=== mutex_arb ===
Fig. 1: mutex_arb, cell density map
Scale: 4 px per um. The die is cut into 6 by 6 equal tiles; white is low, dark blue is high, 0 to 100% covered.
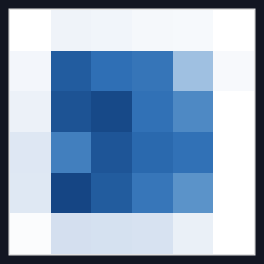

[src/rtl/mutex_arb.sv]
// mutex_arb: two-requester mutual-exclusion arbiter with round-robin tie break,
// per-requester grant counters and an optional hold timeout (MUTEX_TIMEOUT_EN).
module mutex_arb #(
    parameter int unsigned CNT_W    = 8,
    parameter int unsigned HOLD_MAX = 15
) (
    input  logic             clk,
    input  logic             reset,
    input  logic             req0,
    input  logic             req1,
    output logic             grant0,
    output logic             grant1,
    output logic             busy,
    output logic             owner,
    output logic [CNT_W-1:0] gcnt0,
    output logic [CNT_W-1:0] gcnt1,
    output logic             timeout_evt
);
    typedef enum logic [1:0] {IDLE, GNT0, GNT1} state_t;

    state_t           state_q, state_d;
    logic             owner_q, owner_d;
    logic [CNT_W-1:0] gcnt0_q, gcnt0_d;
    logic [CNT_W-1:0] gcnt1_q, gcnt1_d;
    logic             mine, other;
`ifdef MUTEX_TIMEOUT_EN
    localparam int unsigned HOLD_W = (HOLD_MAX > 1) ? $clog2(HOLD_MAX + 1) : 1;
    logic [HOLD_W-1:0] hold_q, hold_d;
    logic              timeout_q, timeout_d;
`endif

    // Next state: arbitrate from IDLE, hold or hand off from a grant state,
    // and bump owner/counter on every entry into a grant state.
    always_comb begin
        state_d = state_q;
        owner_d = owner_q;
        gcnt0_d = gcnt0_q;
        gcnt1_d = gcnt1_q;
`ifdef MUTEX_TIMEOUT_EN
        hold_d    = '0;
        timeout_d = 1'b0;
`endif
        mine  = (state_q == GNT1) ? req1 : req0;
        other = (state_q == GNT1) ? req0 : req1;
        case (state_q)
            IDLE: begin
                if (req0 && req1)
                    state_d = owner_q ? GNT0 : GNT1;
                else if (req0)
                    state_d = GNT0;
                else if (req1)
                    state_d = GNT1;
            end
            GNT0, GNT1: begin
                if (!mine)
                    state_d = other ? ((state_q == GNT0) ? GNT1 : GNT0) : IDLE;
`ifdef MUTEX_TIMEOUT_EN
                else if (other) begin
                    if (hold_q == HOLD_W'(HOLD_MAX - 1)) begin
                        state_d   = IDLE;
                        timeout_d = 1'b1;
                    end else begin
                        hold_d = hold_q + 1'b1;
                    end
                end
`endif
            end
            default: state_d = IDLE;
        endcase
        if (state_d == GNT0 && state_q != GNT0) begin
            owner_d = 1'b0;
            gcnt0_d = gcnt0_q + 1'b1;
        end
        if (state_d == GNT1 && state_q != GNT1) begin
            owner_d = 1'b1;
            gcnt1_d = gcnt1_q + 1'b1;
        end
    end

    // State registers; reset forces IDLE with owner=1 so requester 0 wins the first tie.
    always_ff @(posedge clk or negedge reset) begin
        if (!reset) begin
            state_q <= IDLE;
            owner_q <= 1'b1;
            gcnt0_q <= '0;
            gcnt1_q <= '0;
        end else begin
            state_q <= state_d;
            owner_q <= owner_d;
            gcnt0_q <= gcnt0_d;
            gcnt1_q <= gcnt1_d;
        end
    end

`ifdef MUTEX_TIMEOUT_EN
    // Hold counter and one-cycle timeout pulse.
    always_ff @(posedge clk or negedge reset) begin
        if (!reset) begin
            hold_q    <= '0;
            timeout_q <= 1'b0;
        end else begin
            hold_q    <= hold_d;
            timeout_q <= timeout_d;
        end
    end
    assign timeout_evt = timeout_q;
`else
    assign timeout_evt = 1'b0;
`endif

    assign grant0 = (state_q == GNT0);
    assign grant1 = (state_q == GNT1);
    assign busy   = grant0 | grant1;
    assign owner  = owner_q;
    assign gcnt0  = gcnt0_q;
    assign gcnt1  = gcnt1_q;
endmodule

[config.mk]
export PLATFORM = sky130hd
export DESIGN_NAME = mutex_arb
export DESIGN_NICKNAME = d
export VERILOG_FILES = /design/src/rtl/mutex_arb.sv
export SDC_FILE = /design/constraint.sdc
export NUM_CORES = 1
export LEC_CHECK = 0
export CORE_MARGIN = 8
export CORE_UTILIZATION = 55
export CTS_BUF_LIST = sky130_fd_sc_hd__clkbuf_8
export CTS_CLUSTER_SIZE = 28
export DETAILED_ROUTE_END_ITERATION = 8
export PLACE_DENSITY_LB_ADDON = 0.2
export SYNTH_ARGS = -nofsm -noshare
export SYNTH_HDL_FRONTEND = slang
export SYNTH_SLANG_ARGS = --single-unit
[constraint.sdc]
create_clock -name clk -period 4.7 [get_ports clk]
set_input_delay 0.94 -clock clk [delete_from_list [all_inputs] [get_ports clk]]
set_output_delay 0.94 -clock clk [all_outputs]
set_load 0.05 [all_outputs]
=== dec2stch_array ===
$ cat config.mk
export PLATFORM = sky130hd
export DESIGN_NAME = dec2stch_array
export DESIGN_NICKNAME = d
export VERILOG_FILES = /design/src/rtl/dec2stch_array.sv
export SDC_FILE = /design/constraint.sdc
export NUM_CORES = 1
export LEC_CHECK = 0
export ABC_AREA = 1
export CAP_MARGIN = 20
export CORE_ASPECT_RATIO = 0.9
export CORE_MARGIN = 10
export CORE_UTILIZATION = 63
export CTS_CLUSTER_DIAMETER = 60
export CTS_CLUSTER_SIZE = 24
export DETAILED_ROUTE_END_ITERATION = 7
export GPL_TIMING_DRIVEN = 1
export HOLD_SLACK_MARGIN = 0.15
export PLACE_DENSITY = 0.86
export REMOVE_ABC_BUFFERS = 1
export SLEW_MARGIN = 20
export SYNTH_ARGS = -nofsm -noshare
export SYNTH_HDL_FRONTEND = slang
export SYNTH_SLANG_ARGS = --single-unit
$ cat constraint.sdc
create_clock -name CLK -period 2 [get_ports CLK]
set_input_delay 0.5 -clock CLK [delete_from_list [all_inputs] [get_ports CLK]]
set_output_delay 0.5 -clock CLK [all_outputs]
set_load 0.01 [all_outputs]
$ cat src/rtl/dec2stch_array.sv
// Multi-channel decimal-to-stochastic converter: one shared LFSR, one rotated view per channel,
// fixed-length frames with a shadow register so back-to-back loads run without gap cycles.
module dec2stch_array #(
    parameter int             ND   = 8,
    parameter int             NCH  = 4,
    parameter logic [ND-1:0]  SEED = ND'(1)
) (
    input  logic              CLK,
    input  logic              INIT,
    input  logic [NCH*ND-1:0] D_IN,
    input  logic              LOAD_VALID,
    output logic              LOAD_READY,
    input  logic              STOP,
    output logic [NCH-1:0]    S,
    output logic              S_VALID,
    output logic              FRAME_DONE,
    output logic              BUSY
);

    // Tap masks for maximal-length polynomials; bit (t-1) set for tap t.
    function automatic logic [ND-1:0] tap_mask(input int n);
        logic [15:0] m;
        case (n)
            4:       m = 16'h000C;
            5:       m = 16'h0014;
            6:       m = 16'h0030;
            7:       m = 16'h0060;
            9:       m = 16'h0110;
            10:      m = 16'h0240;
            11:      m = 16'h0500;
            12:      m = 16'h0829;
            13:      m = 16'h100D;
            14:      m = 16'h2015;
            15:      m = 16'h6000;
            16:      m = 16'hD008;
            default: m = 16'h00B8;
        endcase
        return m[ND-1:0];
    endfunction

    function automatic logic [ND-1:0] rotl(input logic [ND-1:0] v, input int r);
        logic [ND-1:0] o;
        o = '0;
        for (int i = 0; i < ND; i++) begin
            o[(i + r) % ND] = v[i];
        end
        return o;
    endfunction

    localparam logic [ND-1:0] TAPS     = tap_mask(ND);
    localparam logic [ND-1:0] LAST_CNT = ND'((1 << ND) - 2);

    typedef enum logic {IDLE = 1'b0, RUN = 1'b1} state_t;

    state_t              state_q;
    logic [NCH*ND-1:0]   d_act_q;
    logic [NCH*ND-1:0]   shadow_q;
    logic                shadow_full_q;
    logic [ND-1:0]       lfsr_q;
    logic [ND-1:0]       lfsr_d;
    logic [ND-1:0]       cnt_q;
    logic [NCH-1:0]      s_q;
    logic [NCH-1:0]      s_d;
    logic                s_valid_q;
    logic                frame_done_q;
    logic                accept;
    logic                last;

    // Handshake: a load is taken on any rising edge where LOAD_VALID and LOAD_READY are both
    // high; LOAD_READY depends only on the shadow register, never on LOAD_VALID.
    assign LOAD_READY = !shadow_full_q;
    assign accept     = LOAD_VALID && LOAD_READY;
    assign last       = (cnt_q == LAST_CNT);

    assign S          = s_q;
    assign S_VALID    = s_valid_q;
    assign FRAME_DONE = frame_done_q;
    assign BUSY       = (state_q == RUN);

    always_comb begin
        lfsr_d = {lfsr_q[ND-2:0], ^(lfsr_q & TAPS)};
        if (lfsr_q == '0) begin
            lfsr_d = SEED;
        end
    end

    // Rotating the shared LFSR per channel keeps each channel's threshold sequence a permutation
    // of 1..2^ND-1, so the ones count per frame stays exact while channels decorrelate.
    always_comb begin
        s_d = '0;
        for (int k = 0; k < NCH; k++) begin
            s_d[k] = (d_act_q[k*ND +: ND] >= rotl(lfsr_q, k % ND));
        end
    end

    always_ff @(posedge CLK or negedge INIT) begin
        if (!INIT) begin
            state_q       <= IDLE;
            d_act_q       <= '0;
            shadow_q      <= '0;
            shadow_full_q <= 1'b0;
            lfsr_q        <= SEED;
            cnt_q         <= '0;
            s_q           <= '0;
            s_valid_q     <= 1'b0;
            frame_done_q  <= 1'b0;
        end else if (STOP) begin
            state_q       <= IDLE;
            shadow_full_q <= 1'b0;
            lfsr_q        <= SEED;
            cnt_q         <= '0;
            s_q           <= '0;
            s_valid_q     <= 1'b0;
            frame_done_q  <= 1'b0;
        end else begin
            case (state_q)
                IDLE: begin
                    s_q          <= '0;
                    s_valid_q    <= 1'b0;
                    frame_done_q <= 1'b0;
                    if (accept) begin
                        d_act_q <= D_IN;
                        lfsr_q  <= SEED;
                        cnt_q   <= '0;
                        state_q <= RUN;
                    end
                end
                RUN: begin
                    s_q          <= s_d;
                    s_valid_q    <= 1'b1;
                    frame_done_q <= last;
                    lfsr_q       <= lfsr_d;
                    cnt_q        <= cnt_q + ND'(1);
                    if (last) begin
                        cnt_q <= '0;
                        if (shadow_full_q) begin
                            d_act_q       <= shadow_q;
                            shadow_full_q <= 1'b0;
                        end else if (accept) begin
                            // A load landing on the boundary goes straight to the active register.
                            d_act_q <= D_IN;
                        end else begin
                            state_q <= IDLE;
                        end
                    end else if (accept) begin
                        shadow_q      <= D_IN;
                        shadow_full_q <= 1'b1;
                    end
                end
                default: state_q <= IDLE;
            endcase
        end
    end

endmodule

=== transmitter_i2c ===
==> config.mk <==
export PLATFORM = sky130hd
export DESIGN_NAME = transmitter_i2c
export DESIGN_NICKNAME = d
export VERILOG_FILES = /design/src/rtl/transmitter_i2c.sv
export SDC_FILE = /design/constraint.sdc
export NUM_CORES = 1
export LEC_CHECK = 0
export CAP_MARGIN = 20
export CORE_ASPECT_RATIO = 1.25
export CORE_MARGIN = 4
export CORE_UTILIZATION = 57
export DETAILED_ROUTE_END_ITERATION = 8
export PLACE_DENSITY_LB_ADDON = 0.15
export SLEW_MARGIN = 20
export SYNTH_ARGS = -nofsm -noshare
export SYNTH_HDL_FRONTEND = slang
export SYNTH_SLANG_ARGS = --single-unit
export TNS_END_PERCENT = 1
==> constraint.sdc <==
create_clock -name clk -period 9.4 [get_ports clk]
set_input_delay 1.88 -clock clk [delete_from_list [all_inputs] [get_ports clk]]
set_output_delay 1.88 -clock clk [all_outputs]
set_load 0.05 [all_outputs]
==> src/rtl/transmitter_i2c.sv <==
// -----------------------------------------------------------------------------
// transmitter_i2c
//
// I2C master that runs one 16-bit transaction per request:
//   START, 7-bit address + R/W, ACK, two data bytes each followed by an ACK
//   slot, STOP.
// Writes send WR_DATA[15:8] first, MSB first, and sample the slave's ACKs.
// Reads shift in two bytes from the slave. The master answers ACK after the
// first byte and NACK after the second. RD_DATA updates as STOP begins.
//
// Every bit slot is SCL_DIV clocks long:
//   - SCL is low for phases 0..H-1 and high for phases H..SCL_DIV-1.
//   - SDA_OUT and SDA_OE change only at phase Q.
//   - SDA_IN is sampled in the phase-H cycle, the first cycle with SCL high.
//
// Optional build macro:
//   I2C_NACK_ABORT_EN - a NACK in the address ACK slot jumps straight to
//                       STOP and skips the data slots. When the macro is
//                       undefined, the full transaction runs anyway.
//
// Parameters:
//   SCL_DIV   clk cycles per SCL period. Must be a multiple of 4 and >= 4.
//             H = SCL_DIV/2, Q = SCL_DIV/4.
//
// Ports:
//   clk        system clock, all logic on the rising edge
//   rst        synchronous active-high reset
//   START_STB  one-cycle request strobe, accepted only while idle
//   RNW        1 = read from slave, 0 = write to slave (latched on accept)
//   I2C_ADDR   7-bit slave address (latched on accept)
//   WR_DATA    16-bit write payload (latched on accept)
//   SDA_IN     SDA as driven by the slave
//   SCL        I2C clock (idles high)
//   SDA_OUT    SDA value driven by the master (idles high)
//   SDA_OE     1 = master owns SDA, 0 = slave owns SDA
//   RD_DATA    16-bit read payload
//   BUSY       high from the cycle after an accepted request through DONE
//   DONE       one-cycle pulse at the end of every transaction
//   NACK_ERR   a slave ACK slot sampled 1; cleared on the next accepted request
// -----------------------------------------------------------------------------
module transmitter_i2c #(
  parameter int SCL_DIV = 4
) (
  input  logic        clk,
  input  logic        rst,
  input  logic        START_STB,
  input  logic        RNW,
  input  logic [6:0]  I2C_ADDR,
  input  logic [15:0] WR_DATA,
  input  logic        SDA_IN,
  output logic        SCL,
  output logic        SDA_OUT,
  output logic        SDA_OE,
  output logic [15:0] RD_DATA,
  output logic        BUSY,
  output logic        DONE,
  output logic        NACK_ERR
);

  localparam int PH_W = $clog2(SCL_DIV);
  localparam logic [PH_W-1:0] PH_ONE  = PH_W'(1);
  localparam logic [PH_W-1:0] PH_Q    = PH_W'(SCL_DIV / 4);
  localparam logic [PH_W-1:0] PH_H    = PH_W'(SCL_DIV / 2);
  localparam logic [PH_W-1:0] PH_HQ   = PH_W'(SCL_DIV / 2 + SCL_DIV / 4);
  localparam logic [PH_W-1:0] PH_LAST = PH_W'(SCL_DIV - 1);

`ifdef I2C_NACK_ABORT_EN
  localparam logic NACK_ABORT = 1'b1;
`else
  localparam logic NACK_ABORT = 1'b0;
`endif

  // ST_DONE is the single cycle that carries the DONE pulse. BUSY is still
  // high in that cycle, so a request arriving then is ignored.
  localparam logic [3:0] ST_IDLE     = 4'd0;
  localparam logic [3:0] ST_START    = 4'd1;
  localparam logic [3:0] ST_ADDR     = 4'd2;
  localparam logic [3:0] ST_ADDR_ACK = 4'd3;
  localparam logic [3:0] ST_WR_BYTE  = 4'd4;
  localparam logic [3:0] ST_WR_ACK   = 4'd5;
  localparam logic [3:0] ST_RD_BYTE  = 4'd6;
  localparam logic [3:0] ST_RD_ACK   = 4'd7;
  localparam logic [3:0] ST_STOP     = 4'd8;
  localparam logic [3:0] ST_DONE     = 4'd9;

  logic [3:0]      state_q,    state_d;
  logic [PH_W-1:0] phase_q,    phase_d;
  logic [2:0]      bit_cnt_q,  bit_cnt_d;
  logic            byte_cnt_q, byte_cnt_d;
  logic [6:0]      addr_q,     addr_d;
  logic            rnw_q,      rnw_d;
  logic [15:0]     wr_data_q,  wr_data_d;
  logic [15:0]     rd_shift_q, rd_shift_d;
  logic [15:0]     rd_data_q,  rd_data_d;
  logic            sda_smp_q,  sda_smp_d;
  logic            nack_q,     nack_d;
  logic            scl_q,      scl_d;
  logic            sda_q,      sda_d;
  logic            oe_q,       oe_d;
  logic            busy_q,     busy_d;
  logic            done_q,     done_d;

  logic       slot_end;
  logic       at_h;
  logic       accept;
  logic [7:0] addr_byte;

  assign slot_end  = (phase_q == PH_LAST);
  assign at_h      = (phase_q == PH_H);
  assign accept    = (state_q == ST_IDLE) && START_STB;
  assign addr_byte = {addr_q, rnw_q};

  // Next-state logic.
  // The bus outputs are decoded from the next state and next phase, and then
  // registered. This keeps them glitch-free and aligned with state_q and
  // phase_q. SDA holds its value between phase-Q updates. The only other
  // SDA change is the rising edge at phase H+Q of STOP.
  always_comb begin
    state_d    = state_q;
    phase_d    = phase_q;
    bit_cnt_d  = bit_cnt_q;
    byte_cnt_d = byte_cnt_q;
    addr_d     = addr_q;
    rnw_d      = rnw_q;
    wr_data_d  = wr_data_q;
    rd_shift_d = rd_shift_q;
    rd_data_d  = rd_data_q;
    sda_smp_d  = sda_smp_q;
    nack_d     = nack_q;
    sda_d      = sda_q;
    oe_d       = oe_q;
    scl_d      = 1'b1;
    busy_d     = 1'b0;
    done_d     = 1'b0;

    if (state_q == ST_IDLE || state_q == ST_DONE || slot_end) begin
      phase_d = '0;
    end else begin
      phase_d = phase_q + PH_ONE;
    end

    if (at_h && state_q != ST_IDLE) begin
      sda_smp_d = SDA_IN;
    end
    if (at_h && state_q == ST_RD_BYTE) begin
      rd_shift_d = {rd_shift_q[14:0], SDA_IN};
    end

    if (accept) begin
      nack_d = 1'b0;
    end else if (at_h && SDA_IN &&
                 (state_q == ST_ADDR_ACK || state_q == ST_WR_ACK)) begin
      nack_d = 1'b1;
    end

    case (state_q)
      ST_IDLE: begin
        if (START_STB) begin
          state_d   = ST_START;
          addr_d    = I2C_ADDR;
          rnw_d     = RNW;
          wr_data_d = WR_DATA;
        end
      end
      ST_START: begin
        if (slot_end) begin
          state_d   = ST_ADDR;
          bit_cnt_d = 3'd0;
        end
      end
      ST_ADDR: begin
        if (slot_end) begin
          bit_cnt_d = bit_cnt_q + 3'd1;
          if (bit_cnt_q == 3'd7) state_d = ST_ADDR_ACK;
        end
      end
      ST_ADDR_ACK: begin
        if (slot_end) begin
          byte_cnt_d = 1'b0;
          if (NACK_ABORT && sda_smp_q) state_d = ST_STOP;
          else if (rnw_q)              state_d = ST_RD_BYTE;
          else                         state_d = ST_WR_BYTE;
        end
      end
      ST_WR_BYTE: begin
        if (slot_end) begin
          bit_cnt_d = bit_cnt_q + 3'd1;
          if (bit_cnt_q == 3'd7) state_d = ST_WR_ACK;
        end
      end
      ST_WR_ACK: begin
        if (slot_end) begin
          if (byte_cnt_q) begin
            state_d = ST_STOP;
          end else begin
            byte_cnt_d = 1'b1;
            state_d    = ST_WR_BYTE;
          end
        end
      end
      ST_RD_BYTE: begin
        if (slot_end) begin
          bit_cnt_d = bit_cnt_q + 3'd1;
          if (bit_cnt_q == 3'd7) state_d = ST_RD_ACK;
        end
      end
      ST_RD_ACK: begin
        if (slot_end) begin
          if (byte_cnt_q) begin
            state_d   = ST_STOP;
            rd_data_d = rd_shift_q;
          end else begin
            byte_cnt_d = 1'b1;
            state_d    = ST_RD_BYTE;
          end
        end
      end
      ST_STOP: begin
        if (slot_end) state_d = ST_DONE;
      end
      ST_DONE: begin
        state_d = ST_IDLE;
      end
      default: begin
        state_d = ST_IDLE;
      end
    endcase

    busy_d = (state_d != ST_IDLE);
    done_d = (state_d == ST_DONE);

    case (state_d)
      ST_IDLE, ST_START, ST_DONE: scl_d = 1'b1;
      default:                    scl_d = (phase_d >= PH_H);
    endcase

    if (state_d == ST_IDLE || state_d == ST_DONE) begin
      sda_d = 1'b1;
      oe_d  = 1'b1;
    end else if (phase_d == PH_Q) begin
      case (state_d)
        ST_START:   begin sda_d = 1'b0;                                oe_d = 1'b1; end
        ST_ADDR:    begin sda_d = addr_byte[~bit_cnt_d];               oe_d = 1'b1; end
        ST_WR_BYTE: begin sda_d = wr_data_q[{~byte_cnt_d, ~bit_cnt_d}]; oe_d = 1'b1; end
        ST_RD_ACK:  begin sda_d = byte_cnt_d;                          oe_d = 1'b1; end
        ST_STOP:    begin sda_d = 1'b0;                                oe_d = 1'b1; end
        default:    begin sda_d = 1'b1;                                oe_d = 1'b0; end
      endcase
    end else if (state_d == ST_STOP && phase_d == PH_HQ) begin
      sda_d = 1'b1;
    end
  end

  // State registers. Reset discards any request in flight and parks the bus
  // in its idle state.
  always_ff @(posedge clk) begin
    if (rst) begin
      state_q    <= ST_IDLE;
      phase_q    <= '0;
      bit_cnt_q  <= 3'd0;
      byte_cnt_q <= 1'b0;
      addr_q     <= 7'd0;
      rnw_q      <= 1'b0;
      wr_data_q  <= 16'd0;
      rd_shift_q <= 16'd0;
      rd_data_q  <= 16'd0;
      sda_smp_q  <= 1'b0;
      nack_q     <= 1'b0;
      scl_q      <= 1'b1;
      sda_q      <= 1'b1;
      oe_q       <= 1'b1;
      busy_q     <= 1'b0;
      done_q     <= 1'b0;
    end else begin
      state_q    <= state_d;
      phase_q    <= phase_d;
      bit_cnt_q  <= bit_cnt_d;
      byte_cnt_q <= byte_cnt_d;
      addr_q     <= addr_d;
      rnw_q      <= rnw_d;
      wr_data_q  <= wr_data_d;
      rd_shift_q <= rd_shift_d;
      rd_data_q  <= rd_data_d;
      sda_smp_q  <= sda_smp_d;
      nack_q     <= nack_d;
      scl_q      <= scl_d;
      sda_q      <= sda_d;
      oe_q       <= oe_d;
      busy_q     <= busy_d;
      done_q     <= done_d;
    end
  end

  assign SCL      = scl_q;
  assign SDA_OUT  = sda_q;
  assign SDA_OE   = oe_q;
  assign RD_DATA  = rd_data_q;
  assign BUSY     = busy_q;
  assign DONE     = done_q;
  assign NACK_ERR = nack_q;

endmodule

Fig. 2: dec2stch_array, clock wires, drivers and flops
Scale: 4 px per um.
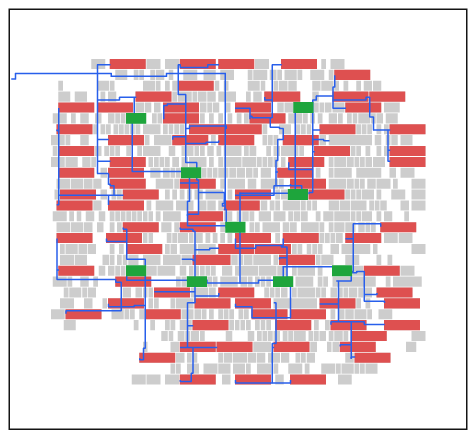
Key: blue = clock wires [length 1,030 um]; red = flip-flops [count 88]; green = clock-net drivers [count 9]
There are 10 routed clock nets.
clock share of power: 25.2%
Power Clock: 1.49 mW
clock latency on the worst-skew pair: 0.36 ns

==> flow_metrics.py, dec2stch_array <==
# Physical implementation metrics
metrics = {
    "run_status": {
        "status": "finished, final reports clean",
    },
    "synth": {
        "flop_cell": "dfrtp_1",
        "ys_sh_aoi_pct": 12.8,
        "synthSimpleGateAreaFrac_pct": 19.9,
        "ys_seq_share_pct": 44.0,
        "yosysChipArea_mm2": 0.00501,
        "common_cells": "nand2_1, inv_1, dfrtp_1",
    },
    "critical_path": {
        "crit_family": "buffers and inverters",
        "path_cells": "clkdlybuf4s50_1",
        "cp-startpoint": "BUSY",
        "path_buffers": 1,
    },
    "finish": {
        "fin_util_pct": 75.1,
        "diodes": 0,
    },
    "pwr": {
        "p_sw_mw": 2.02,
        "power_frac_seq_pct": 43.6,
        "power.leakage_nw": 3.10,
        "cellPowerDensity_mw_per_mm2": 1030,
        "maxPowerGroup": "sequential cells",
        "swShare_pct": 34.2,
    },
    "worst_hold_path": {
        "min_path_type": "reg -> reg",
        "hold-path-endpoint": "shadow_q[2]",
    },
    "timing": {
        "rsz0062_at_grt": "false",
        "slew_headroom_pct": 76.7,
        "period_needed_ns": 1.94,
        "finalSetupViolCount": 0,
    },
    "route": {
        "viasPerCell": 5.34,
        "antenna_left": 0,
    },
    "grt": {
        "grt_max_degree": 41,
        "track_usage_pct": 19.0,
    },
    "place": {
        "placed_area_mm2": 0.00550,
        "dp_cells": 735,
        "dp_slack_ns": -0.0136,
    },
    "clock_network": {
        "cts.sinks": 88,
    },
}
## dec2stch_array: layout make-up
class / count / area (um2) / share of cell area, %
inverters: 130 / 488 / 8.48
well taps: 96 / 120 / 2.09
multi-input cells: 365 / 2140 / 37.2
clock inverters: 7 / 119 / 2.07
flip-flops and latches: 88 / 2200 / 38.3
repair buffers: 57 / 561 / 9.75
clock buffers: 9 / 124 / 2.15
## dec2stch_array: per-layer routing
layer,track usage (%),vias up
met1,23.2,1923
li1,-,1983
met3,4.69,15
met5,0,-
met2,32.5,97
met4,4.83,0
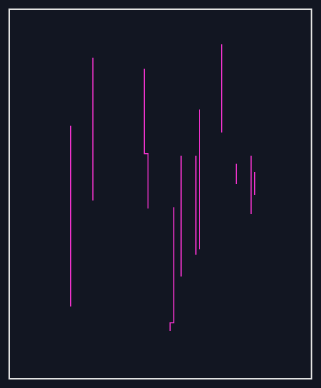
Fig. 3. Metal 4 (transmitter_i2c).
Scale: 4 px per um.
The layer holds 3.9% of the routed length. The wires run mostly vertical. The layer carries 283 um of wire.
vias: 2,744
Post-Route WL: 7.21 mm

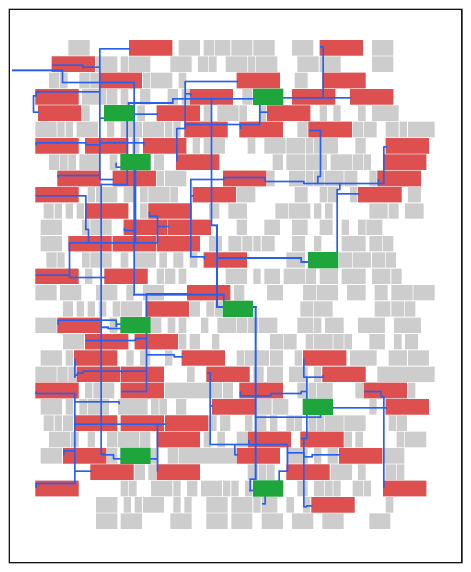
Fig. 4. Clock wires, drivers and flops (transmitter_i2c).
Scale: 6 px per um.
Key: red = flip-flops [count 72]; blue = clock wires [length 877 um]; green = clock-net drivers [count 9]
Position of the flops: widely spread. There are 10 routed clock nets.
Power Clock: 214 uW
Post-Route Skew: 0.00628 ns
clock latency on the worst-skew pair: 0.35 ns

==> flow_metrics.py, transmitter_i2c <==
# Physical implementation metrics
metrics = {
    "run_status": {
        "status": "finished, final reports clean",
    },
    "critical_path": {
        "r2r_start": "phase_q[0]",
        "cp_slowest_cell": "clkdlybuf4s50_1",
        "critical_path.most_common_cell": "a211oi_1",
        "reg2reg_depth": 10,
        "path_cells": "clkdlybuf4s50_1, nor4b_1, a211oi_1, o22a_1, o211a_2, a211oi_1, or3b_2, o31a_1",
        "arrival_ns": 4.30,
    },
    "synth": {
        "synthSimpleGateAreaFrac_pct": 23.0,
        "ys.flops": 72,
        "synth-async-reset-ratio_pct": 0,
        "flop_cell": "dfxtp_1",
    },
    "timing": {
        "holdWs_ns": 0.457,
        "finalSetupViolCount": 0,
        "finalCritPeriodShare_pct": 43.1,
        "rsz0062_at_grt": "false",
    },
    "clock_network": {
        "cts.htree.levels": 3,
        "cts_buffers": 9,
        "cts.sinks": 72,
    },
    "route": {
        "avgRoutedWirePerCell_um": 14.7,
        "viasPerCell": 5.61,
        "drc": 0,
    },
    "pwr": {
        "power_frac_seq_pct": 54.9,
        "pwr-share-comb_pct": 8.2,
        "pwr-share-clk_pct": 36.9,
        "p_comb_uw": 47.2,
    },
    "finish": {
        "fin_area_mm2": 0.00386,
        "drive_gt1_share_pct": 5.65,
    },
    "worst_hold_path": {
        "min_from": "addr_q[3]",
    },
    "place": {
        "dp_hpwl_mm": 4.86,
    },
    "floorplan": {
        "coreArea_mm2": 0.00544,
    },
    "grt": {
        "antenna_found_initial": 0,
    },
}
## transmitter_i2c: state kept, by name, summed over array words and instances (netlist names)
signal and flops:
RD_DATA 16, rd_shift_q 16, wr_data_q 16, addr_q 7
state_q 4, bit_cnt_q 3, phase_q 2, BUSY 1
DONE 1, NACK_ERR 1, SCL 1, SDA_OE 1
SDA_OUT 1, byte_cnt_q 1, rnw_q 1
## transmitter_i2c: cell type report
class	instances	area, um2
Clock buffer	13	149
Timing Repair Buffer	51	504
Tap cell	64	80.1
Fill cell	453	1590
Clock inverter	3	17.5
Multi-Input combinational cell	278	1640
Inverter	8	30.0
Sequential cell	72	1440
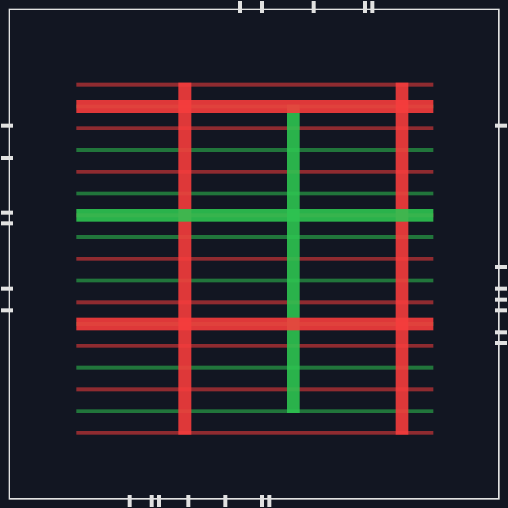
Fig. 5. Supply network (mutex_arb).
Scale: 8 px per um. Pins as bars on the die edge.
Key: green = VDD; red = VSS
3 straps on met5. 25 signal pins sit on the boundary.
DIE WIDTH: 61.0 um
Die Ht: 61.0 um
Peak VDD IR: 0.508 mV

Notes on Fig. 1 above:
The emptiest ninth of the die: north-east. The mean over all tiles is 37%. 19% of the tiles are over 75% full. 19% of the tiles are nearly empty. The fullest tile reaches 92%. The densest ninth of the die: centre.
final core utilization: 72.4%
floorplan core density: 57.4%
core area: 0.00194 mm2

==> flow_metrics.py, mutex_arb <==
# Physical implementation metrics
metrics = {
    "run_status": {
        "status": "finished, final reports clean",
    },
    "place": {
        "placed_area_mm2": 0.00136,
        "gp_congestion": 0.843,
        "dp_cells": 150,
        "numPortBuffers": 23,
    },
    "route": {
        "highest_layer": "met4",
        "viasPerCell": 5.22,
        "via_count": 804,
    },
    "timing": {
        "worstMarginPinSlew_ns": 0.844,
        "finalSetupViolCount": 0,
        "holdWs_ns": 0.468,
        "period_needed_ns": 2.99,
        "fin_tns_setup_ns": 0,
    },
    "finish": {
        "num-multi-input-gates": 74,
        "clock_area_share_pct": 3.21,
    },
    "clock_network": {
        "cts_tree": "done",
    },
    "grt": {
        "grt_first_pass_wirelength_mm": 3.55,
        "grt_util_met2_pct": 21.2,
    },
    "synth": {
        "top_cell": "dfrtp_1",
        "ys_cells": 102,
        "topCellsByArea": "dfrtp_1, ha_1, xor2_1, nand3_1, dfstp_2",
    },
    "pwr": {
        "p_sw_uw": 561,
        "power_frac_seq_pct": 27.8,
    },
    "critical_path": {
        "worstSetupPathType": "reg -> out",
        "crit_cells": 3,
    },
}
-- mutex_arb: worst paths after layout --
kind	start	endpoint	slack, ns
hold / removal	gcnt0[7]	gcnt0[7]	0.47
setup reg to reg	state_q[1]	gcnt1[1]	2.36
setup / recovery	state_q[0]	busy	1.71
min in group asynchronous	reset	gcnt1[1]	1.18
hold reg to reg	gcnt0[7]	gcnt0[7]	0.47
max in group asynchronous	reset	gcnt0[7]	3.01
-- mutex_arb: registers in the layout (all words and copies together), names as in the netlist --
signal / cells
gcnt0: 8
gcnt1: 8
owner: 1
state_q: 2

=== control_unit_sequencer ===
Fig. 6: control_unit_sequencer, metal 4
Scale: 1 px per um.
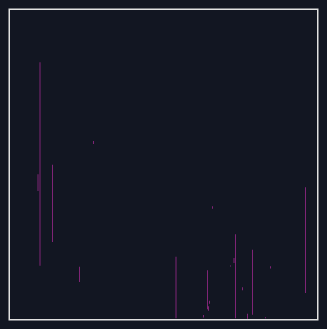

File: config.mk
export PLATFORM = sky130hd
export DESIGN_NAME = control_unit_sequencer
export DESIGN_NICKNAME = d
export VERILOG_FILES = /design/src/rtl/control_unit_sequencer.sv
export SDC_FILE = /design/constraint.sdc
export NUM_CORES = 1
export LEC_CHECK = 0
export CAP_MARGIN = 20
export CORE_AREA = 5 5 302 304
export CTS_BUF_LIST = sky130_fd_sc_hd__clkbuf_8
export CTS_CLUSTER_SIZE = 25
export DETAILED_ROUTE_END_ITERATION = 8
export DIE_AREA = 0 0 307 309
export PLACE_DENSITY_LB_ADDON = 0.15
export SYNTH_ARGS = -nofsm -noshare
export SYNTH_HDL_FRONTEND = slang
export SYNTH_SLANG_ARGS = --single-unit
File: constraint.sdc
create_clock -name clock -period 8.1 [get_ports clock]
set_input_delay 1.62 -clock clock [delete_from_list [all_inputs] [get_ports clock]]
set_output_delay 1.62 -clock clock [all_outputs]
set_load 0.1 [all_outputs]
File: src/rtl/control_unit_sequencer.sv
// Fetch/execute sequencer: owns IR, execution sub-state and flags, classifies the IR
// into one of six decoder slots and forwards that slot's controlword/constant.
module control_unit_sequencer #(
  parameter int NUM_CLASSES = 6,
  parameter int CW_WIDTH    = 33
) (
  input  logic                            clock,
  input  logic                            reset,
  input  logic [31:0]                     instruction_in,
  input  logic                            mem_ready,
  input  logic [4:0]                      status_in,
  input  logic [NUM_CLASSES*CW_WIDTH-1:0] decoder_controlwords,
  input  logic [NUM_CLASSES*64-1:0]       decoder_constants,
  output logic [31:0]                     instruction,
  output logic [1:0]                      state,
  output logic [4:0]                      status,
  output logic [CW_WIDTH-1:0]             controlword,
  output logic [63:0]                     constant,
  output logic                            instruction_load,
  output logic                            halted,
  output logic [31:0]                     instruction_count
);

  typedef enum logic [1:0] {FETCH = 2'd0, EXECUTE = 2'd1, HALT = 2'd2} phase_t;

  // Fetch word: only pc_fs = 01 (PC+4).
  localparam logic [CW_WIDTH-1:0] FETCH_CW = {{(CW_WIDTH-6){1'b0}}, 6'b010000};

  phase_t      r_phase;
  logic [31:0] r_ir;
  logic [1:0]  r_state;
  logic [4:0]  r_status;
  logic [31:0] r_count;
  logic        r_halted;

  logic                w_legal;
  logic [2:0]          w_class;
  logic [CW_WIDTH-1:0] w_cw_slot [NUM_CLASSES];
  logic [63:0]         w_k_slot  [NUM_CLASSES];
  logic [CW_WIDTH-1:0] w_exec_cw;

  for (genvar k = 0; k < NUM_CLASSES; k++) begin : g_slot
    assign w_cw_slot[k] = decoder_controlwords[k*CW_WIDTH +: CW_WIDTH];
    assign w_k_slot[k]  = decoder_constants[k*64 +: 64];
  end

  // Priority order matters: earlier opcode groups shadow the broader later ones.
  always_comb begin
    w_legal = 1'b1;
    w_class = 3'd0;
    if (r_ir[31:26] == 6'b000101)                                     w_class = 3'd3;
    else if (r_ir[31:25] == 7'b1011010)                               w_class = 3'd4;
    else if (r_ir[31:24] == 8'b01010100)                              w_class = 3'd4;
    else if (r_ir[31:23] == 9'b110100101 || r_ir[31:23] == 9'b111100101) w_class = 3'd5;
    else if (r_ir[31:21] == 11'b11111000010 || r_ir[31:21] == 11'b11111000000) w_class = 3'd2;
    else if (r_ir[28:24] == 5'b10001 || r_ir[28:23] == 6'b100100)     w_class = 3'd1;
    else if (r_ir[27:25] == 3'b101)                                   w_class = 3'd0;
    else                                                              w_legal = 1'b0;
  end

  assign w_exec_cw = w_legal ? w_cw_slot[w_class] : '0;

  always_comb begin
    controlword      = '0;
    constant         = '0;
    instruction_load = 1'b0;
    if (!reset) begin
      case (r_phase)
        FETCH: if (mem_ready) begin
          controlword      = FETCH_CW;
          instruction_load = 1'b1;
        end
        EXECUTE: if (w_legal) begin
          controlword = w_cw_slot[w_class];
          constant    = w_k_slot[w_class];
        end
        default: ;
      endcase
    end
  end

  always_ff @(posedge clock) begin
    if (reset) begin
      r_phase  <= FETCH;
      r_ir     <= '0;
      r_state  <= '0;
      r_status <= '0;
      r_count  <= '0;
      r_halted <= 1'b0;
    end else begin
      case (r_phase)
        FETCH: if (mem_ready) begin
          r_ir    <= instruction_in;
          r_count <= r_count + 32'd1;
          r_state <= '0;
          r_phase <= EXECUTE;
        end
        EXECUTE: begin
          if (!w_legal) begin
            r_phase  <= HALT;
            r_halted <= 1'b1;
          end else begin
            if (w_exec_cw[2]) r_status <= status_in;
            if (w_exec_cw[1:0] != 2'b00) begin
              r_state <= w_exec_cw[1:0];
            end else begin
              r_state <= '0;
              r_phase <= FETCH;
            end
          end
        end
        default: ;
      endcase
    end
  end

  assign instruction       = r_ir;
  assign state             = r_state;
  assign status            = r_status;
  assign halted            = r_halted;
  assign instruction_count = r_count;

endmodule

=== fetch_stage ===
==> src/rtl/fetch_stage.sv <==
// IF stage and IF/ID register: PC, instruction-memory address, delay-slot tagging, stall/flush.
// Optional fetch-exception detection is built when FETCH_EXC_EN is defined.
module fetch_stage #(
  parameter logic [31:0] RESET_PC = 32'h0000_3000,
  parameter logic [31:0] IM_BASE  = 32'h0000_3000,
  parameter int          IM_WORDS = 4096
) (
  input  logic        clk,
  input  logic        reset,
  input  logic        stall,
  input  logic        flush,
  input  logic        npc_sel,
  input  logic [31:0] npc_target,
  input  logic        D_is_br,
  output logic [31:0] i_addr,
  input  logic [31:0] i_data,
  output logic [31:0] D_instr,
  output logic [31:0] D_pc,
  output logic [31:0] D_pc8,
  output logic        D_valid,
  output logic        D_bd,
  output logic        D_exc,
  output logic [4:0]  D_exccode
);

  logic [31:0] f_pc_q, f_pc_d;
  logic [31:0] d_instr_q, d_instr_d;
  logic [31:0] d_pc_q, d_pc_d;
  logic        d_valid_q, d_valid_d;
  logic        d_bd_q, d_bd_d;
  logic [31:0] target, fetch_word;
  logic        f_exc;

`ifdef FETCH_EXC_EN
  localparam logic [32:0] IM_END = {1'b0, IM_BASE} + 33'(IM_WORDS) * 33'd4;
  logic       d_exc_q, d_exc_d;
  logic [4:0] d_exccode_q, d_exccode_d;

  // Misaligned or out-of-range fetch: feed a nop and tag it (AdEL) so D_pc becomes EPC.
  assign target = npc_target;
  assign f_exc  = (f_pc_q[1:0] != 2'b00) || (f_pc_q < IM_BASE) ||
                  ({1'b0, f_pc_q} >= IM_END);
  assign D_exc     = d_exc_q;
  assign D_exccode = d_exccode_q;
`else
  logic unused_tgt_lo;
  assign unused_tgt_lo = ^npc_target[1:0];
  assign target    = {npc_target[31:2], 2'b00};
  assign f_exc     = 1'b0;
  assign D_exc     = 1'b0;
  assign D_exccode = 5'd0;
`endif

  assign fetch_word = f_exc ? 32'h0 : i_data;

  always_comb begin
    f_pc_d    = f_pc_q;
    d_instr_d = d_instr_q;
    d_pc_d    = d_pc_q;
    d_valid_d = d_valid_q;
    d_bd_d    = d_bd_q;
`ifdef FETCH_EXC_EN
    d_exc_d     = d_exc_q;
    d_exccode_d = d_exccode_q;
`endif
    if (flush) begin
      f_pc_d    = target;
      d_instr_d = 32'h0;
      d_pc_d    = f_pc_q;
      d_valid_d = 1'b0;
      d_bd_d    = 1'b0;
`ifdef FETCH_EXC_EN
      d_exc_d     = 1'b0;
      d_exccode_d = 5'd0;
`endif
    end else if (!stall) begin
      // The word in F always advances, so a redirect keeps its delay slot.
      f_pc_d    = npc_sel ? target : f_pc_q + 32'd4;
      d_instr_d = fetch_word;
      d_pc_d    = f_pc_q;
      d_valid_d = 1'b1;
      d_bd_d    = D_is_br;
`ifdef FETCH_EXC_EN
      d_exc_d     = f_exc;
      d_exccode_d = f_exc ? 5'd4 : 5'd0;
`endif
    end
  end

  always_ff @(posedge clk) begin
    if (reset) begin
      f_pc_q    <= RESET_PC;
      d_instr_q <= 32'h0;
      d_pc_q    <= 32'h0;
      d_valid_q <= 1'b0;
      d_bd_q    <= 1'b0;
`ifdef FETCH_EXC_EN
      d_exc_q     <= 1'b0;
      d_exccode_q <= 5'd0;
`endif
    end else begin
      f_pc_q    <= f_pc_d;
      d_instr_q <= d_instr_d;
      d_pc_q    <= d_pc_d;
      d_valid_q <= d_valid_d;
      d_bd_q    <= d_bd_d;
`ifdef FETCH_EXC_EN
      d_exc_q     <= d_exc_d;
      d_exccode_q <= d_exccode_d;
`endif
    end
  end

  assign i_addr  = f_pc_q;
  assign D_instr = d_instr_q;
  assign D_pc    = d_pc_q;
  assign D_pc8   = d_pc_q + 32'd8;
  assign D_valid = d_valid_q;
  assign D_bd    = d_bd_q;

endmodule
==> config.mk <==
export PLATFORM = sky130hd
export DESIGN_NAME = fetch_stage
export DESIGN_NICKNAME = d
export VERILOG_FILES = /design/src/rtl/fetch_stage.sv
export SDC_FILE = /design/constraint.sdc
export NUM_CORES = 1
export LEC_CHECK = 0
export CAP_MARGIN = 20
export CORE_ASPECT_RATIO = 1.2
export CORE_MARGIN = 4
export CORE_UTILIZATION = 43
export DETAILED_ROUTE_END_ITERATION = 10
export HOLD_SLACK_MARGIN = 0.12
export PLACE_DENSITY = 0.8
export SYNTH_ARGS = -nofsm -noshare
export SYNTH_HDL_FRONTEND = slang
export SYNTH_SLANG_ARGS = --single-unit
==> constraint.sdc <==
create_clock -name clk -period 2.2 [get_ports clk]
set_input_delay 0.33 -clock clk [delete_from_list [all_inputs] [get_ports clk]]
set_output_delay 0.33 -clock clk [all_outputs]
set_load 0.1 [all_outputs]
Fig. 7: fetch_stage, congestion heat map
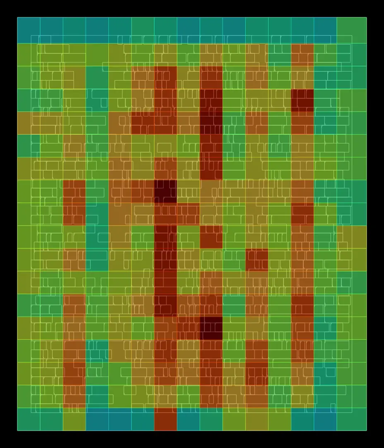
met3 Use GR: 6.55%
GRT busiest layer: met2
Global Route Usage Sum: 23.7%
DR WL/cell: 16.9 um

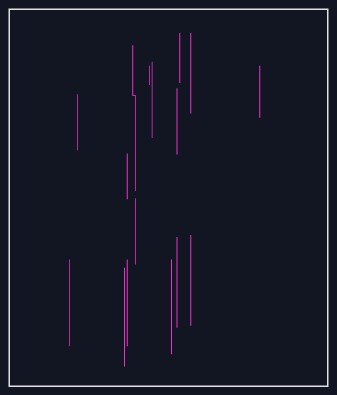
Fig. 8. Metal 4 (fetch_stage).
Scale: 3 px per um.
The wires run mostly vertical. The layer carries 398 um of wire. The longest straight run is 32.6 um. The layer holds 2.4% of the routed length.
Post-Route WL: 16.3 mm
vias: 5,293

==> flow_metrics.py, fetch_stage <==
# Physical implementation metrics
metrics = {
    "synth": {
        "synth_cell_types": 53,
        "flop_cell": "dfxtp_1",
        "largest_area_cell": "dfxtp_1",
        "synth-edff-count": 0,
        "ys_sh_aoi_pct": 15.6,
    },
    "run": {
        "maxCapViolations": 0,
    },
    "timing": {
        "setup_slack_ns": -0.257,
        "finalSetupViolCount": 15,
        "fmax_mhz": 407,
    },
    "finish": {
        "regArea_mm2": 0.00206,
    },
    "clock_network": {
        "clock_latency_ns": 0.34,
        "root_buffer": "clkbuf_16",
    },
    "pwr": {
        "finalPower_mw": 5.28,
    },
    "grt": {
        "antenna_found_initial": 0,
        "grt_util_met2_pct": 39.0,
    },
    "route": {
        "viasPerCell": 5.49,
    },
    "run_status": {
        "status": "finished, violations left",
        "violations": "negative setup slack",
    },
}
==> fetch_stage: final timing paths <==
path	startpoint	end	cells past startpoint
max	D_pc[10]	D_pc8[19]	8
max reg2reg	i_addr[2]	i_addr[14]	6
min	reset	i_addr[2]	2
min reg2reg	D_valid	D_valid	1
==> fetch_stage: power breakdown <==
group	internal, mW	switching (mW)
registers	1.87	0.150
logic	0.518	1.26
clock network	0.824	0.653
==> fetch_stage: flip-flops by register name, summed over array words and instances, names as in the netlist <==
name and count:
i_addr 32, D_valid 1, D_instr 32, D_pc 32, D_bd 1
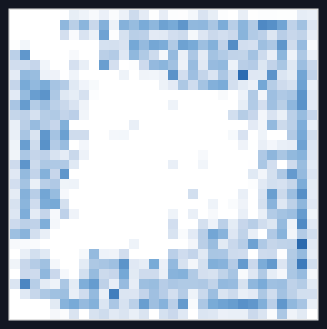
Fig. 9. Cell density map (control_unit_sequencer).
Scale: 1 px per um. The die is cut into 31 by 31 equal tiles; white is low, dark blue is high, 0 to 100% covered.
The mean over all tiles is 18%. The fullest tile reaches 77%. The emptiest ninth of the die: centre. 0.20% of the tiles are over 75% full. 35% of the tiles are nearly empty.
final core utilization: 20.6%
floorplan core density: 10.0%
core area: 0.0880 mm2

## Picture notes: Fig. 6
The wires run mostly vertical. The longest straight run is 203 um.
Post-Route WL: 75.3 mm
vias: 11,200

==> flow_metrics.py, control_unit_sequencer <==
# Physical implementation metrics
metrics = {
    "critical_path": {
        "r2r_start": "instruction[30]",
        "cp.required_ns": 6.48,
        "path_buffers": 2,
    },
    "place": {
        "placed_area_mm2": 0.0179,
        "numPortBuffers": 791,
    },
    "route": {
        "avgRoutedWirePerCell_um": 26.1,
        "drt_pass1_iterations": 4,
    },
    "finish": {
        "nonClkBufAreaFrac_pct": 45.1,
        "layout_top_cell": "clkdlybuf4s50_1",
        "num-multi-input-gates": 794,
    },
    "run_status": {
        "status": "finished, final reports clean",
    },
    "timing": {
        "fmax_mhz": 153,
    },
    "run": {
        "maxCapViolations": 0,
    },
    "floorplan": {
        "die-area_mm2": 0.0949,
    },
    "grt": {
        "grt_max_degree": 119,
    },
}
-- control_unit_sequencer: flip-flops by register name (all words and copies together) (netlist names) --
signal	cells
status	5
r_phase	2
instruction_count	32
state	2
halted	1
instruction	32
-- control_unit_sequencer: layer usage --
metal	up-vias	routed length [um]
li1	5266	-
met1	5346	31100
met2	489	36100
met3	56	7260
met4	32	694
met5	-	207
-- control_unit_sequencer: report_power, final --
part	switching (mW)	internal, mW
logic	0.330	0.383
registers	0.0197	0.379
clock network	0.164	0.149


==> notes/layouts.md <==
Pictures saved along the way, in no particular order.

Supply network.
Plate I
Scale: 4 px per um. Pins as bars on the die edge.
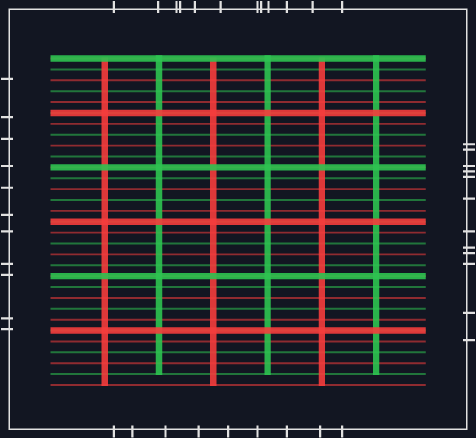
Plate II
Scale: 1.5 px per um. Pins as bars on the die edge.
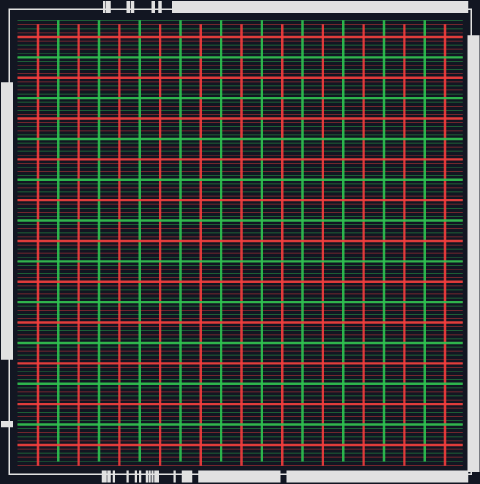
Plate III
Scale: 4 px per um. Pins as bars on the die edge.
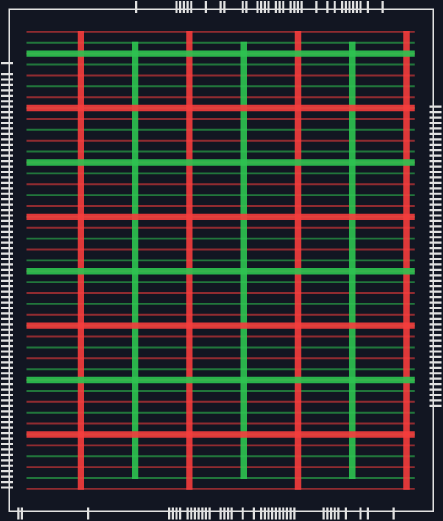
Plate IV
Scale: 4 px per um. Pins as bars on the die edge.
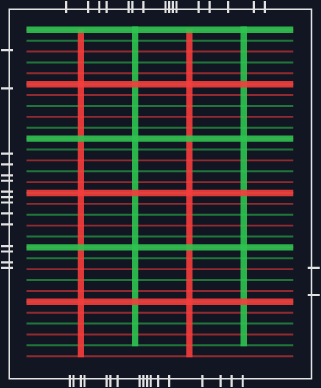
Plate IV -> transmitter_i2c
Plate I -> dec2stch_array
Plate III -> fetch_stage
Plate II -> control_unit_sequencer

Power figures rest on the tool's default switching activity, not on a simulated workload.
